# design 1

<file path="src/rtl/kfpga_config_pkg.sv">
// Shared types and default sizing for the configuration-chain loader.
// The state enum and default parameter values live here so every block agrees on them.
package kfpga_config_pkg;

  localparam int DEFAULT_WORD_WIDTH   = 8;
  localparam int DEFAULT_CHAIN_BITS   = 216;  // 9 tiles x 24 bits
  localparam int DEFAULT_CLEAR_CYCLES = 2;

  typedef enum logic [1:0] {
    IDLE  = 2'd0,
    CLEAR = 2'd1,
    LOAD  = 2'd2,
    DONE  = 2'd3
  } load_state_t;

  function automatic int min_int(input int a, input int b);
    return (a < b) ? a : b;
  endfunction

endpackage

</file>
<file path="src/rtl/config_serializer.sv">
// Word-to-bit serializer: holds one accepted word and shifts it out LSB first.
// The held count can be loaded below WORD_WIDTH so a truncated final word stops early.
module config_serializer
  import kfpga_config_pkg::*;
#(
  parameter int WORD_WIDTH = DEFAULT_WORD_WIDTH
) (
  input  logic                               clock,
  input  logic                               reset,
  input  logic                               flush,
  input  logic                               load,
  input  logic [WORD_WIDTH-1:0]              word,
  input  logic [$clog2(WORD_WIDTH+1)-1:0]    load_bits,
  output logic                               bit_out,
  output logic                               active,
  output logic [$clog2(WORD_WIDTH+1)-1:0]    held
);

  localparam int HW = $clog2(WORD_WIDTH + 1);

  logic [WORD_WIDTH-1:0] shift_reg;
  logic [HW-1:0]         held_reg;

  // A load on the last-bit cycle takes priority: that bit is consumed this cycle anyway.
  always_ff @(posedge clock) begin
    if (reset || flush) begin
      shift_reg <= '0;
      held_reg  <= '0;
    end else if (load) begin
      shift_reg <= word;
      held_reg  <= load_bits;
    end else if (held_reg != '0) begin
      shift_reg <= shift_reg >> 1;
      held_reg  <= held_reg - HW'(1);
    end
  end

  assign bit_out = shift_reg[0];
  assign active  = (held_reg != '0);
  assign held    = held_reg;

endmodule

</file>
<file path="src/rtl/config_loader.sv">
// Streams a bitstream into a serial configuration chain: clear, shift CHAIN_BITS bits, done.
// Words are accepted only when the serializer can take one without a bubble or an overrun.
module config_loader
  import kfpga_config_pkg::*;
#(
  parameter int WORD_WIDTH   = DEFAULT_WORD_WIDTH,
  parameter int CHAIN_BITS   = DEFAULT_CHAIN_BITS,
  parameter int CLEAR_CYCLES = DEFAULT_CLEAR_CYCLES
) (
  input  logic                  clock,
  input  logic                  reset,
  input  logic                  start,
  input  logic [WORD_WIDTH-1:0] word_in,
  input  logic                  word_valid,
  output logic                  word_ready,
  output logic                  config_out,
  output logic                  config_enable,
  output logic                  config_nreset,
  output logic                  busy,
  output logic                  done
);

  localparam int CNT_W = $clog2(CHAIN_BITS + 1);
  localparam int HW    = $clog2(WORD_WIDTH + 1);
  localparam int CLR_W = (CLEAR_CYCLES > 1) ? $clog2(CLEAR_CYCLES) : 1;

  load_state_t      state;
  logic [CNT_W-1:0] bit_count;
  logic [CLR_W-1:0] clear_count;

  logic             ser_bit;
  logic             ser_active;
  logic [HW-1:0]    ser_held;
  logic [HW-1:0]    load_bits;
  logic             accept;
  int               committed;
  int               remaining;

  config_serializer #(
    .WORD_WIDTH(WORD_WIDTH)
  ) u_serializer (
    .clock     (clock),
    .reset     (reset),
    .flush     (state != LOAD),
    .load      (accept),
    .word      (word_in),
    .load_bits (load_bits),
    .bit_out   (ser_bit),
    .active    (ser_active),
    .held      (ser_held)
  );

  // committed: bits already shifted plus bits still waiting in the serializer.
  always_comb begin
    committed     = int'(bit_count) + int'(ser_held);
    config_enable = (state == LOAD) && ser_active;
    config_out    = config_enable && ser_bit;
    word_ready    = (state == LOAD) && (ser_held <= HW'(1)) && (committed < CHAIN_BITS);
    accept        = word_valid && word_ready;
    remaining     = CHAIN_BITS - int'(bit_count) - (config_enable ? 1 : 0);
    load_bits     = HW'(min_int(remaining, WORD_WIDTH));
  end

  always_ff @(posedge clock) begin
    if (reset) begin
      state         <= IDLE;
      bit_count     <= '0;
      clear_count   <= '0;
      busy          <= 1'b0;
      done          <= 1'b0;
      config_nreset <= 1'b1;
    end else begin
      case (state)
        IDLE, DONE: begin
          if (start) begin
            state         <= CLEAR;
            clear_count   <= '0;
            bit_count     <= '0;
            busy          <= 1'b1;
            done          <= 1'b0;
            config_nreset <= 1'b0;
          end
        end
        CLEAR: begin
          if (clear_count == CLR_W'(CLEAR_CYCLES - 1)) begin
            state         <= LOAD;
            config_nreset <= 1'b1;
          end else begin
            clear_count <= clear_count + CLR_W'(1);
          end
        end
        LOAD: begin
          if (config_enable) begin
            bit_count <= bit_count + CNT_W'(1);
            // The bit shifting now is the final one; the next cycle is already DONE.
            if (bit_count == CNT_W'(CHAIN_BITS - 1)) begin
              state <= DONE;
              busy  <= 1'b0;
              done  <= 1'b1;
            end
          end
        end
        default: state <= IDLE;
      endcase
    end
  end

endmodule

</file>
<file path="config.mk">
export PLATFORM = sky130hd
export DESIGN_NAME = config_loader
export DESIGN_NICKNAME = d
export VERILOG_FILES = /design/src/rtl/kfpga_config_pkg.sv /design/src/rtl/config_serializer.sv /design/src/rtl/config_loader.sv
export SDC_FILE = /design/constraint.sdc
export NUM_CORES = 1
export LEC_CHECK = 0
export CAP_MARGIN = 40
export CELL_PAD_IN_SITES_DETAIL_PLACEMENT = 0
export CELL_PAD_IN_SITES_GLOBAL_PLACEMENT = 1
export CORE_MARGIN = 8
export CORE_UTILIZATION = 29
export CTS_CLUSTER_SIZE = 8
export DETAILED_ROUTE_END_ITERATION = 16
export HOLD_SLACK_MARGIN = 0.06
export PLACE_DENSITY_LB_ADDON = 0.12
export SYNTH_ARGS = -nofsm -noshare
export SYNTH_HDL_FRONTEND = slang
export SYNTH_SLANG_ARGS = --single-unit
</file>
<file path="constraint.sdc">
create_clock -name clock -period 5 [get_ports clock]
set_input_delay 1.25 -clock clock [delete_from_list [all_inputs] [get_ports clock]]
set_output_delay 1.25 -clock clock [all_outputs]
set_load 0.03 [all_outputs]
</file>
# design 2

<file path="src/rtl/mem_ctrl.sv">
// Small synchronous memory controller: clears every entry after reset, then serves
// single-port reads/writes with per-entry written flags. `MEM_RD_BYPASS_EN` makes a same-cycle read return the new write data.
module mem_ctrl #(
    parameter int ADDR_WIDTH = 2,
    parameter int DATA_WIDTH = 8
) (
    input  logic                  clk,
    input  logic                  reset,
    input  logic [ADDR_WIDTH-1:0] addr,
    input  logic                  wr_en,
    input  logic                  rd_en,
    input  logic [DATA_WIDTH-1:0] wdata,
    output logic [DATA_WIDTH-1:0] rdata,
    output logic                  rd_valid,
    output logic                  rd_err,
    output logic                  busy,
    output logic [7:0]            wr_cnt,
    output logic [7:0]            rd_cnt
);
    localparam int DEPTH = 2 ** ADDR_WIDTH;

    typedef enum logic {INIT, IDLE} state_t;

    state_t                  state_q, state_d;
    logic [ADDR_WIDTH-1:0]   init_idx_q, init_idx_d;
    logic [DATA_WIDTH-1:0]   mem [DEPTH];
    logic [DEPTH-1:0]        written_q, written_d;
    logic [DATA_WIDTH-1:0]   rdata_q, rdata_d;
    logic                    rd_valid_q, rd_valid_d;
    logic                    rd_err_q, rd_err_d;
    logic [7:0]              wr_cnt_q, wr_cnt_d;
    logic [7:0]              rd_cnt_q, rd_cnt_d;
    logic                    mem_we;
    logic [ADDR_WIDTH-1:0]   mem_waddr;
    logic [DATA_WIDTH-1:0]   mem_wdata;

    always_ff @(posedge clk) begin
        if (reset) begin
            state_q    <= INIT;
            init_idx_q <= '0;
            written_q  <= '0;
            rdata_q    <= '0;
            rd_valid_q <= 1'b0;
            rd_err_q   <= 1'b0;
            wr_cnt_q   <= '0;
            rd_cnt_q   <= '0;
        end else begin
            state_q    <= state_d;
            init_idx_q <= init_idx_d;
            written_q  <= written_d;
            rdata_q    <= rdata_d;
            rd_valid_q <= rd_valid_d;
            rd_err_q   <= rd_err_d;
            wr_cnt_q   <= wr_cnt_d;
            rd_cnt_q   <= rd_cnt_d;
        end
    end

    // Single write port shared by the init sweep and normal writes.
    always_ff @(posedge clk) begin
        if (mem_we && !reset) begin
            mem[mem_waddr] <= mem_wdata;
        end
    end

    always_comb begin
        state_d    = state_q;
        init_idx_d = init_idx_q;
        rdata_d    = rdata_q;
        rd_valid_d = 1'b0;
        rd_err_d   = 1'b0;
        wr_cnt_d   = wr_cnt_q;
        rd_cnt_d   = rd_cnt_q;
        mem_we     = 1'b0;
        mem_waddr  = addr;
        mem_wdata  = wdata;
        if (state_q == INIT) begin
            mem_we     = 1'b1;
            mem_waddr  = init_idx_q;
            mem_wdata  = '0;
            init_idx_d = init_idx_q + ADDR_WIDTH'(1);
            if (init_idx_q == ADDR_WIDTH'(DEPTH - 1)) begin
                state_d = IDLE;
            end
        end else begin
            if (wr_en) begin
                mem_we = 1'b1;
                if (wr_cnt_q != 8'hFF) begin
                    wr_cnt_d = wr_cnt_q + 8'd1;
                end
            end
            if (rd_en) begin
                rd_valid_d = 1'b1;
                rdata_d    = mem[addr];
                rd_err_d   = ~written_q[addr];
`ifdef MEM_RD_BYPASS_EN
                // Reads and writes share addr, so any simultaneous write is a collision.
                if (wr_en) begin
                    rdata_d  = wdata;
                    rd_err_d = 1'b0;
                end
`endif
                if (rd_cnt_q != 8'hFF) begin
                    rd_cnt_d = rd_cnt_q + 8'd1;
                end
            end
        end
    end

    // Init sweep clears a flag, a normal write sets it.
    generate
        for (genvar gi = 0; gi < DEPTH; gi++) begin : g_written
            assign written_d[gi] = (mem_we && (mem_waddr == ADDR_WIDTH'(gi)))
                                   ? (state_q == IDLE) : written_q[gi];
        end
    endgenerate

    assign rdata    = rdata_q;
    assign rd_valid = rd_valid_q;
    assign rd_err   = rd_err_q;
    assign busy     = (state_q == INIT);
    assign wr_cnt   = wr_cnt_q;
    assign rd_cnt   = rd_cnt_q;
endmodule
</file>
<file path="config.mk">
export PLATFORM = sky130hd
export DESIGN_NAME = mem_ctrl
export DESIGN_NICKNAME = d
export VERILOG_FILES = /design/src/rtl/mem_ctrl.sv
export SDC_FILE = /design/constraint.sdc
export NUM_CORES = 1
export LEC_CHECK = 0
export CAP_MARGIN = 0
export CORE_ASPECT_RATIO = 1.5
export CORE_UTILIZATION = 55
export DETAILED_ROUTE_END_ITERATION = 10
export GPL_ROUTABILITY_DRIVEN = 0
export PLACE_DENSITY = 0.86
export SYNTH_ARGS = -nofsm -noshare
export SYNTH_HDL_FRONTEND = slang
export SYNTH_SLANG_ARGS = --single-unit
</file>
<file path="constraint.sdc">
create_clock -name clk -period 4.4 [get_ports clk]
set_input_delay 0.88 -clock clk [delete_from_list [all_inputs] [get_ports clk]]
set_output_delay 0.88 -clock clk [all_outputs]
set_load 0.005 [all_outputs]
</file>
# design 3

File: config.mk
export PLATFORM = sky130hd
export DESIGN_NAME = ppc_muldiv
export DESIGN_NICKNAME = d
export VERILOG_FILES = /design/src/rtl/ppc_muldiv_pkg.sv /design/src/rtl/ppc_muldiv_step.sv /design/src/rtl/ppc_muldiv.sv
export SDC_FILE = /design/constraint.sdc
export NUM_CORES = 1
export LEC_CHECK = 0
export CORE_UTILIZATION = 25
export CTS_BUF_LIST = sky130_fd_sc_hd__clkbuf_8
export CTS_CLUSTER_DIAMETER = 30
export DETAILED_ROUTE_END_ITERATION = 8
export GPL_TIMING_DRIVEN = 1
export SLEW_MARGIN = 0
export SYNTH_ARGS = -nofsm -noshare
export SYNTH_HDL_FRONTEND = slang
export SYNTH_SLANG_ARGS = --single-unit
File: constraint.sdc
create_clock -name clk -period 4.65 [get_ports clk]
set_clock_uncertainty 0.15 [all_clocks]
set_input_delay 0.6975 -clock clk [delete_from_list [all_inputs] [get_ports clk]]
set_output_delay 0.6975 -clock clk [all_outputs]
set_load 0.02 [all_outputs]
File: src/rtl/ppc_muldiv_pkg.sv
// Shared encodings for the multiply/divide unit: op codes, FSM state codes and CR0 bit positions.
// Latency: n/a (declarations only).  Backpressure: n/a.
package ppc_muldiv_pkg;

    typedef enum logic [2:0] {
        OP_MULLW  = 3'b000,
        OP_MULHW  = 3'b001,
        OP_MULHWU = 3'b010,
        OP_DIVW   = 3'b100,
        OP_DIVWU  = 3'b101
    } op_t;

    typedef enum logic [1:0] {
        ST_IDLE = 2'd0,
        ST_CALC = 2'd1,
        ST_DONE = 2'd2
    } state_t;

    localparam int CR0_LT = 2;
    localparam int CR0_GT = 1;
    localparam int CR0_EQ = 0;

    function automatic logic op_is_legal(input logic [2:0] code);
        logic ok;
        case (code)
            OP_MULLW, OP_MULHW, OP_MULHWU, OP_DIVW, OP_DIVWU: ok = 1'b1;
            default:                                          ok = 1'b0;
        endcase
        return ok;
    endfunction

endpackage

File: src/rtl/ppc_muldiv_step.sv
// One radix-2 iteration on magnitudes: shift-add multiply or restoring divide step.
// Latency: combinational; the caller registers hi/lo every CALC cycle.
// Backpressure: none, evaluated every cycle.
module ppc_muldiv_step #(
    parameter int WIDTH = 32
) (
    input  logic             is_div,
    input  logic [WIDTH-1:0] hi,
    input  logic [WIDTH-1:0] lo,
    input  logic [WIDTH-1:0] dvs,
    output logic [WIDTH-1:0] hi_nxt,
    output logic [WIDTH-1:0] lo_nxt
);
    logic [WIDTH:0] sum;
    logic [WIDTH:0] shifted;
    logic           fits;

    always_comb begin
        sum     = {1'b0, hi} + (lo[0] ? {1'b0, dvs} : '0);
        shifted = {hi, lo[WIDTH-1]};
        fits    = shifted >= {1'b0, dvs};
        if (is_div) begin
            // Remainder always stays below the divisor, so the W-bit difference is exact when it fits.
            hi_nxt = fits ? (shifted[WIDTH-1:0] - dvs) : shifted[WIDTH-1:0];
            lo_nxt = {lo[WIDTH-2:0], fits};
        end else begin
            hi_nxt = sum[WIDTH:1];
            lo_nxt = {sum[0], lo[WIDTH-1:1]};
        end
    end

endmodule

File: src/rtl/ppc_muldiv.sv
// Iterative PowerPC mullw/mulhw/mulhwu/divw/divwu unit; optional early-out via MULDIV_EARLY_OUT_EN.
// Latency: done WIDTH+1 cycles after start (1 cycle for div error / illegal op).
// Backpressure: start ignored while busy; flush aborts with no done and result unchanged.
module ppc_muldiv
    import ppc_muldiv_pkg::*;
#(
    parameter int WIDTH    = 32,
    parameter int OP_WIDTH = 3
) (
    input  logic                clk,
    input  logic                rst,
    input  logic                start,
    input  logic                flush,
    input  logic [OP_WIDTH-1:0] op,
    input  logic [WIDTH-1:0]    A,
    input  logic [WIDTH-1:0]    B,
    output logic                busy,
    output logic                done,
    output logic [WIDTH-1:0]    C,
    output logic                OV,
    output logic [2:0]          CR0
);
    localparam int              CW      = $clog2(WIDTH);
    localparam logic [CW-1:0]   LAST    = CW'(WIDTH - 1);
    localparam logic [WIDTH-1:0] MIN_NEG = {1'b1, {(WIDTH-1){1'b0}}};

    state_t           state;
    op_t              op_q;
    logic [CW-1:0]    cnt;
    logic [WIDTH-1:0] hi, lo, dvs, hi_nxt, lo_nxt;
    logic             neg, special, spec_ov, is_div, calc_last;

    // Decode of the launch request
    logic [2:0]       op_code;
    logic             op_legal, op_div, op_signed, a_neg, b_neg, div_err;
    logic [WIDTH-1:0] mag_a, mag_b;

    assign op_code   = op[2:0];
    assign op_legal  = ((op >> 3) == '0) && op_is_legal(op_code);
    assign op_div    = op_code[2];
    assign op_signed = (op_code == OP_MULLW) || (op_code == OP_MULHW) || (op_code == OP_DIVW);
    assign a_neg     = op_signed && A[WIDTH-1];
    assign b_neg     = op_signed && B[WIDTH-1];
    assign mag_a     = a_neg ? -A : A;
    assign mag_b     = b_neg ? -B : B;
    assign div_err   = op_div && ((B == '0) ||
                       ((op_code == OP_DIVW) && (A == MIN_NEG) && (B == '1)));
    assign is_div    = (op_q == OP_DIVW) || (op_q == OP_DIVWU);

`ifdef MULDIV_EARLY_OUT_EN
    logic early;
    assign calc_last = (cnt == LAST) || early;
`else
    assign calc_last = (cnt == LAST);
`endif

    ppc_muldiv_step #(.WIDTH(WIDTH)) u_step (
        .is_div (is_div),
        .hi     (hi),
        .lo     (lo),
        .dvs    (dvs),
        .hi_nxt (hi_nxt),
        .lo_nxt (lo_nxt)
    );

    // Sign correction and result selection, applied on the DONE->IDLE edge
    logic [2*WIDTH-1:0] prod, prod_s;
    logic [WIDTH:0]     prod_top;
    logic [WIDTH-1:0]   quo_s, res_c;
    logic               res_ov;

    always_comb begin
        prod     = {hi, lo};
        prod_s   = neg ? -prod : prod;
        prod_top = prod_s[2*WIDTH-1:WIDTH-1];
        quo_s    = neg ? -lo : lo;
        res_c    = '0;
        res_ov   = 1'b0;
        if (special) begin
            res_c  = spec_ov ? '0 : '1;
            res_ov = spec_ov;
`ifdef MULDIV_EARLY_OUT_EN
        end else if (early) begin
            res_c  = '0;
`endif
        end else begin
            case (op_q)
                OP_MULLW: begin
                    res_c  = prod_s[WIDTH-1:0];
                    res_ov = !((&prod_top) || (prod_top == '0));
                end
                OP_MULHW, OP_MULHWU: res_c = prod_s[2*WIDTH-1:WIDTH];
                default:             res_c = quo_s;
            endcase
        end
    end

    function automatic logic [2:0] cr0_of(input logic [WIDTH-1:0] c);
        logic [2:0] r;
        r         = '0;
        r[CR0_LT] = c[WIDTH-1];
        r[CR0_GT] = !c[WIDTH-1] && (c != '0);
        r[CR0_EQ] = (c == '0);
        return r;
    endfunction

    always_ff @(posedge clk) begin
        if (rst) begin
            state   <= ST_IDLE;
            op_q    <= OP_MULLW;
            cnt     <= '0;
            hi      <= '0;
            lo      <= '0;
            dvs     <= '0;
            neg     <= 1'b0;
            special <= 1'b0;
            spec_ov <= 1'b0;
            busy    <= 1'b0;
            done    <= 1'b0;
            C       <= '0;
            OV      <= 1'b0;
            CR0     <= cr0_of('0);
`ifdef MULDIV_EARLY_OUT_EN
            early   <= 1'b0;
`endif
        end else begin
            done <= 1'b0;
            case (state)
                ST_IDLE: begin
                    if (start && !flush) begin
                        op_q    <= op_t'(op_code);
                        cnt     <= '0;
                        hi      <= '0;
                        lo      <= mag_a;
                        dvs     <= mag_b;
                        neg     <= a_neg ^ b_neg;
                        special <= !op_legal || div_err;
                        spec_ov <= op_legal && div_err;
                        busy    <= 1'b1;
                        state   <= (!op_legal || div_err) ? ST_DONE : ST_CALC;
`ifdef MULDIV_EARLY_OUT_EN
                        early   <= op_div ? (mag_a < mag_b) : ((A == '0) || (B == '0));
`endif
                    end
                end
                ST_CALC: begin
                    if (flush) begin
                        state <= ST_IDLE;
                        busy  <= 1'b0;
                    end else begin
                        hi  <= hi_nxt;
                        lo  <= lo_nxt;
                        cnt <= cnt + CW'(1);
                        if (calc_last) state <= ST_DONE;
                    end
                end
                ST_DONE: begin
                    state <= ST_IDLE;
                    busy  <= 1'b0;
                    if (!flush) begin
                        done <= 1'b1;
                        C    <= res_c;
                        OV   <= res_ov;
                        CR0  <= cr0_of(res_c);
                    end
                end
                default: begin
                    state <= ST_IDLE;
                    busy  <= 1'b0;
                end
            endcase
        end
    end

endmodule
design_1/class_map.png
(4 px per um)
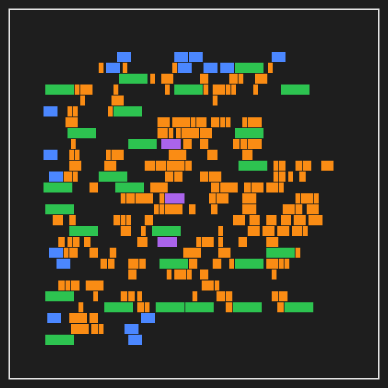
Key: orange = remaining logic cells [cells 179]; purple = clock-net drivers [cells 3]; blue = remaining buffers and delay cells [cells 17]; green = registers [cells 26]
sequential share of cell area: 26.9%
post-layout utilization of the core: 34.9%
row cnt: 27
post-route cell area: 1930 sq um
core area: 5540 sq um

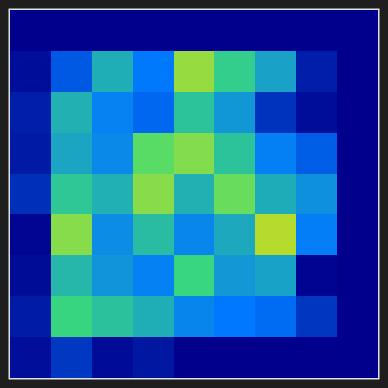
design_1/util_map.png
(4 px per um) The die is cut into 9 by 9 equal tiles; dark blue is low, red is high, 0 to 100% covered.
The mean over all tiles is 22%. The densest ninth of the die: middle. The emptiest ninth of the die: top right.
floorplan utilization: 30.2%

==> summary.txt, design 1 <==
Figures from the flow reports.

Worst setup path:
- The run puts the logic depth of the worst register-to-register path at 12.
- Counting buffers and inverters, the worst setup path is 5 cells deep.
- Broken down by cell family, the worst path's largest delay share belongs to simple AND/OR/NAND/NOR gates.
- For the worst reg-to-reg path, the endpoint reported by OpenROAD is u_serializer.held[3]$_SDFFE_PP0P_.
- STA classifies the critical path endpoint as an output port.
- The largest individual stage delay along the critical path comes from the cell sky130_fd_sc_hd__clkdlybuf4s50_1.

Global routing:
- The run puts the number of antenna violations at the first check in global routing at 0.
- The global routing report lists combined usage of all routing layers as 10.1%.

Synthesis:
- The run gives the sequential cell area fraction in the yosys report as 31.1%.
- The synthesis report names the predominant flop master as sky130_fd_sc_hd__dfxtp_1.
- After synthesis, the largest area contributor takes up 31.1% of total cell area.
- The run puts the area fraction in compound gates after synthesis at 22.9%.
- After Yosys synthesis, XOR and XNOR cells account for 5.75% of the synthesized area.

Clock network:
- The run gives the clock sink total as 26.
- The report puts the hold buffer count at CTS at 0.
- The run gives the cell at the root of the clock tree as sky130_fd_sc_hd__clkbuf_8.
- The run gives the number of levels the H-tree was split into as 1.

Final layout:
- The run gives the number of nets in the final layout as 251.
- The run gives the relative area change from synthesis to final layout as 15.5%.

Final timing:
- The run puts the final worst-path cycle share at 80.8%.
- The run puts the final number of setup-violating endpoints at 0.
- Endpoints failing hold in the final report were tallied at 0.
- Timing would allow up to 248 MHz.
- Looking at the max-slew report, the worst-margin pin has a slew of 0.763 ns.

Detailed routing:
- According to the report, the first pass of detailed routing completed in 4 iterations.
- The run puts the remaining antenna violation count at 0.
- The final route contains 1513 vias.

Die:
- The run puts the total die size at 8460 sq um.

Power:
- The run puts the total leakage power at around 0.67 nW.

Outcome:
- The flow ran to the end, and the final reports show no timing, DRC or antenna violations.
[design 1: cell type report]
| cell class | count | area share [%] |
|---|---|---|
| multi-input cells | 170 | 55.7 |
| clock buffers | 3 | 2.14 |
| well taps | 72 | 4.66 |
| inverters | 9 | 1.75 |
| repair buffers | 17 | 8.80 |
| flip-flops and latches | 26 | 26.9 |
[design 1: power by group]
part	internal [mW]	switching (mW)
Sequential	0.224	0.0121
Clock	0.0542	0.0713
Combinational	0.0741	0.131
Total	0.352	0.215
[design 1: worst reg2reg max path, delay by kind of cell, from the launching register on]
family	cells	cell delay (ns)
simple gates	5	1.38
compound gates	4	0.76
buf+inv	1	0.07
flops	1	0.43
fa+ha+maj	2	0.46
[design 1: stage by stage]
step	worst slack [ns]	std cells	hold slack, ns	total power, mW
finish	0.961	297	0.485	0.567
global placement	1.30	294	0.473	0.449
CTS	0.979	297	0.488	0.574
floorplan	1.73	215	0.451	0.384
detailed placement	1.30	294	0.475	0.448
global route	0.811	297	0.507	0.611
[design 1: kinds of logic after synthesis]
group,after synthesis
simple gates,90
xor+xnor,11
compound gates,56
buf+inv,19
flops,26
fa+ha+maj,12
mux,1
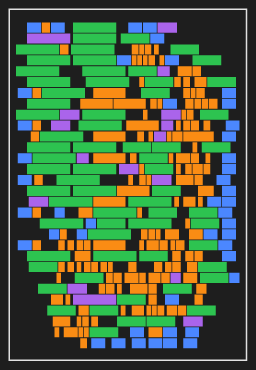
design_2/class_map.png
(4 px per um)
Key: purple = clock drivers and dummy loads [cells 16]; orange = remaining logic cells [cells 143]; green = registers [cells 65]; blue = remaining buffers and delay cells [cells 45]
row cnt: 30
post-layout utilization of the core: 73.4%
sequential share of cell area: 48.3%

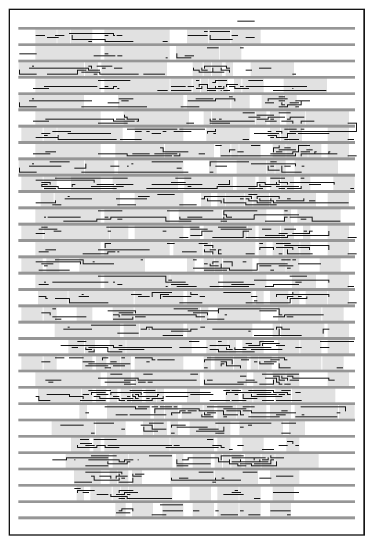
design_2/m1.png
(6 px per um) Supply wires on this layer in gray.
The layer carries 2010 um of wire. The wires run mostly horizontal. The longest straight run is 17.7 um.
via total after detailed routing: 1838
GRT met1 Usage: 26.2%
total wirelength of the detailed-routed design: 4990 um

==> summary.txt, design 2 <==
Figures from the flow reports.

Outcome:
- The flow ran to the end, and the final reports show no timing, DRC or antenna violations.

Global routing:
- The run puts the pin count of the biggest net entering global routing at 38.

Detailed routing:
- The routed design uses 197 um of met3 wire.
- Before antenna repair, the detailed router went through 4 iterations.

Final layout:
- The clock buffers instantiated in the layout total 9.
- The run puts the number of nets in the final layout at 281.
- The run puts the cell area after layout at 3360 sq um.
- The library cells used most frequently in the layout, excluding fill and tap cells, are 40 x sky130_fd_sc_hd__clkdlybuf4s50_1, 33 x sky130_fd_sc_hd__dfxtp_1, 32 x sky130_fd_sc_hd__edfxtp_1.

Placement:
- The run puts the detailed placement HPWL at about 3600 um.

Clock network:
- For the worst-skew pair, the clock arrives at the later sink with an insertion delay of 0.34 ns.
- The root buffer cell chosen for the clock tree is sky130_fd_sc_hd__clkbuf_8.
- The run puts the maximum buffer depth of the clock tree at 2.

Synthesis:
- The run gives the floorplan net count as 236.
- Per the synthesis report, the single largest cell type by area occupies 36.0% of cell area.

Hold path:
- The run puts the number of cells on the worst hold path at 2.
- The run gives the critical hold path startpoint as rdata[4]$_SDFFE_PP0P_.
- The type recorded for the worst min-delay path is register to register.

Worst setup path:
- Traced cell by cell, the critical path runs through inv_2, clkdlybuf4s50_1.
- Per STA, the worst path accumulates the most delay in the family flip-flops.
- For reference, the critical path is launched at state_q$_SDFF_PP0_.
- STA classifies the critical path startpoint as a register.

Final timing:
- The run puts the final setup TNS at 0 ns.

Power:
- The run gives the maximum vdd ir drop as 0.000415 V.
design 2: kinds of logic after synthesis:
| kind of cell | after synthesis | synth area share, % |
|---|---|---|
| xor gates and xnor gates | 4 | 1.31 |
| muxes | 17 | 10.6 |
| buffers and inverters | 13 | 2.39 |
| DFF | 65 | 60.7 |
| adders and majority gates | 3 | 1.40 |
| AOI/OAI and AO/OA | 33 | 7.68 |
| and+or+nand+nor | 84 | 15.9 |
design 2: sequential cells by signal, indices dropped and copies added (netlist names):
| register | count |
|---|---|
| init_idx_q | 2 |
| rd_err | 1 |
| rd_cnt | 8 |
| rdata | 8 |
| wr_cnt | 8 |
| written_q | 4 |
| mem | 32 |
| state_q | 1 |
| rd_valid | 1 |
design 2: per-layer routing:
metal | vias to the layer above | track usage (%)
met5 | - | 0
met4 | 0 | 12.1
met3 | 8 | 6.69
met2 | 50 | 37.1
met1 | 875 | 26.2
li1 | 905 | -
design 2: power by group through the flow:
stage	logic, mW	registers, mW	clock network [mW]
after floorplan	0.0835	0.705	0
after global placement	0.118	0.713	0
after detailed placement	0.124	0.716	0
after CTS	0.125	0.703	0.577
after global routing	0.136	0.707	0.602
final	0.123	0.703	0.564
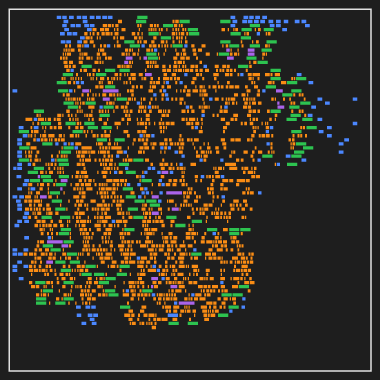
design_3/class_map.png
(1.5 px per um)
Key: orange = remaining logic cells [cells 1730]; green = registers [cells 146]; purple = clock drivers and dummy loads [cells 30]; blue = remaining buffers and delay cells [cells 198]
post-layout utilization of the core: 30.1%
sequential share of cell area: 17.5%
row cnt: 86
post-route cell area: 16800 sq um

==> summary.txt, design 3 <==
Figures from the flow reports.

Synthesis:
- Sorting the Yosys area breakdown by cell type puts at the top sky130_fd_sc_hd__dfxtp_1.
- The run gives the floorplan net count as ~2200.
- The synthesis report names the predominant flop master as sky130_fd_sc_hd__dfxtp_1.
- The run gives the count of instantiated cells in the yosys netlist as 2027.
- After synthesis, the share of flip-flops with an asynchronous set or reset is 0%.

Clock network:
- The root buffer cell chosen for the clock tree is sky130_fd_sc_hd__clkbuf_8.

Final layout:
- The run puts the layout filler cell count at 6111.

Worst setup path:
- The run puts the slack of the worst reg-to-reg path at 0.31 ns.
- The run gives the last element of the critical path as CR0[1]$_SDFFE_PP0P_.
- The run gives the reg-to-reg startpoint as lo[16]$_SDFFE_PP0P_.
- The run gives the required arrival time at the worst endpoint as 4.91 ns.

Detailed routing:
- After detailed routing, the average wire length per cell comes to between 20 and 25 um.
- Detailed routing inserted a total of 15800 vias.

Die:
- The run puts the starting utilization of the core area at 25.5%.
- The run gives the y dimension of the die as 240 um.

Hold path:
- The launch point of the worst min-delay path is recorded as cnt[4]$_SDFFE_PP0P_.

Power:
- The run puts the cell area power density at 226 nW/um^2.

Outcome:
- The run finished with clean final reports.
-- design 3: critical path, delay by kind of cell, from the launching register on --
kind             cells  cell delay [ns]
multiplexers         1             0.30
AND/OR/NAND/NOR      6             2.69
AND-OR/OR-AND        2             0.52
flip-flops           1             0.43
XOR/XNOR             1             0.14
-- design 3: registers in the layout, summed over array words and instances (netlist names) --
register,flops
OV,1
lo,32
CR0,2
op_q,3
cnt,5
special,1
hi,32
dvs,32
C,32
spec_ov,1
done,1
busy,1
neg,1
state,2
-- design 3: routing by layer --
layer / GRT usage (%) / up-vias / wire length (um) / share of wire (%)
met4: 6.37 / 2 / 1440 / 2.5
met1: 27.7 / 7566 / 27000 / 46
met2: 31.5 / 645 / 25900 / 44
li1: - / 7551 / - / -
met3: 3.75 / 82 / 4190 / 7.2
met5: 0 / - / 13 / 0.022
-- design 3: area by class of cell --
cell class / count / area [sq um] / share of cell area (%)
inverter: 71 / 267 / 1.59
clock buffer: 19 / 262 / 1.56
sequential: 146 / 2920 / 17.5
timing repair buffer: 198 / 1770 / 10.5
clock inverter: 11 / 163 / 0.971
multi-input combinational: 1659 / 10400 / 62.3
tap: 748 / 936 / 5.59


==> screenshots <==
Nets reached from selected ports.
(a)
(1 px per um)
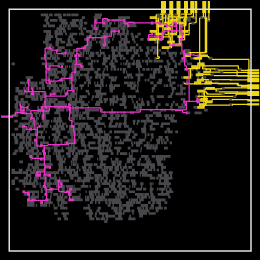
(b)
(3 px per um)
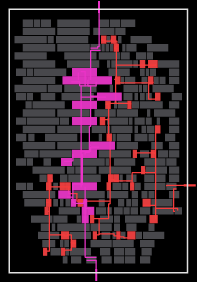
(c)
(3 px per um)
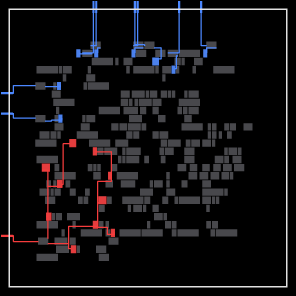
The one with the smallest die is (b).
The one with the largest die is (a).
For design 3, see (a).
For design 1, see (c).
For design 2, see (b).

Power is estimated from default activity; no workload was simulated.
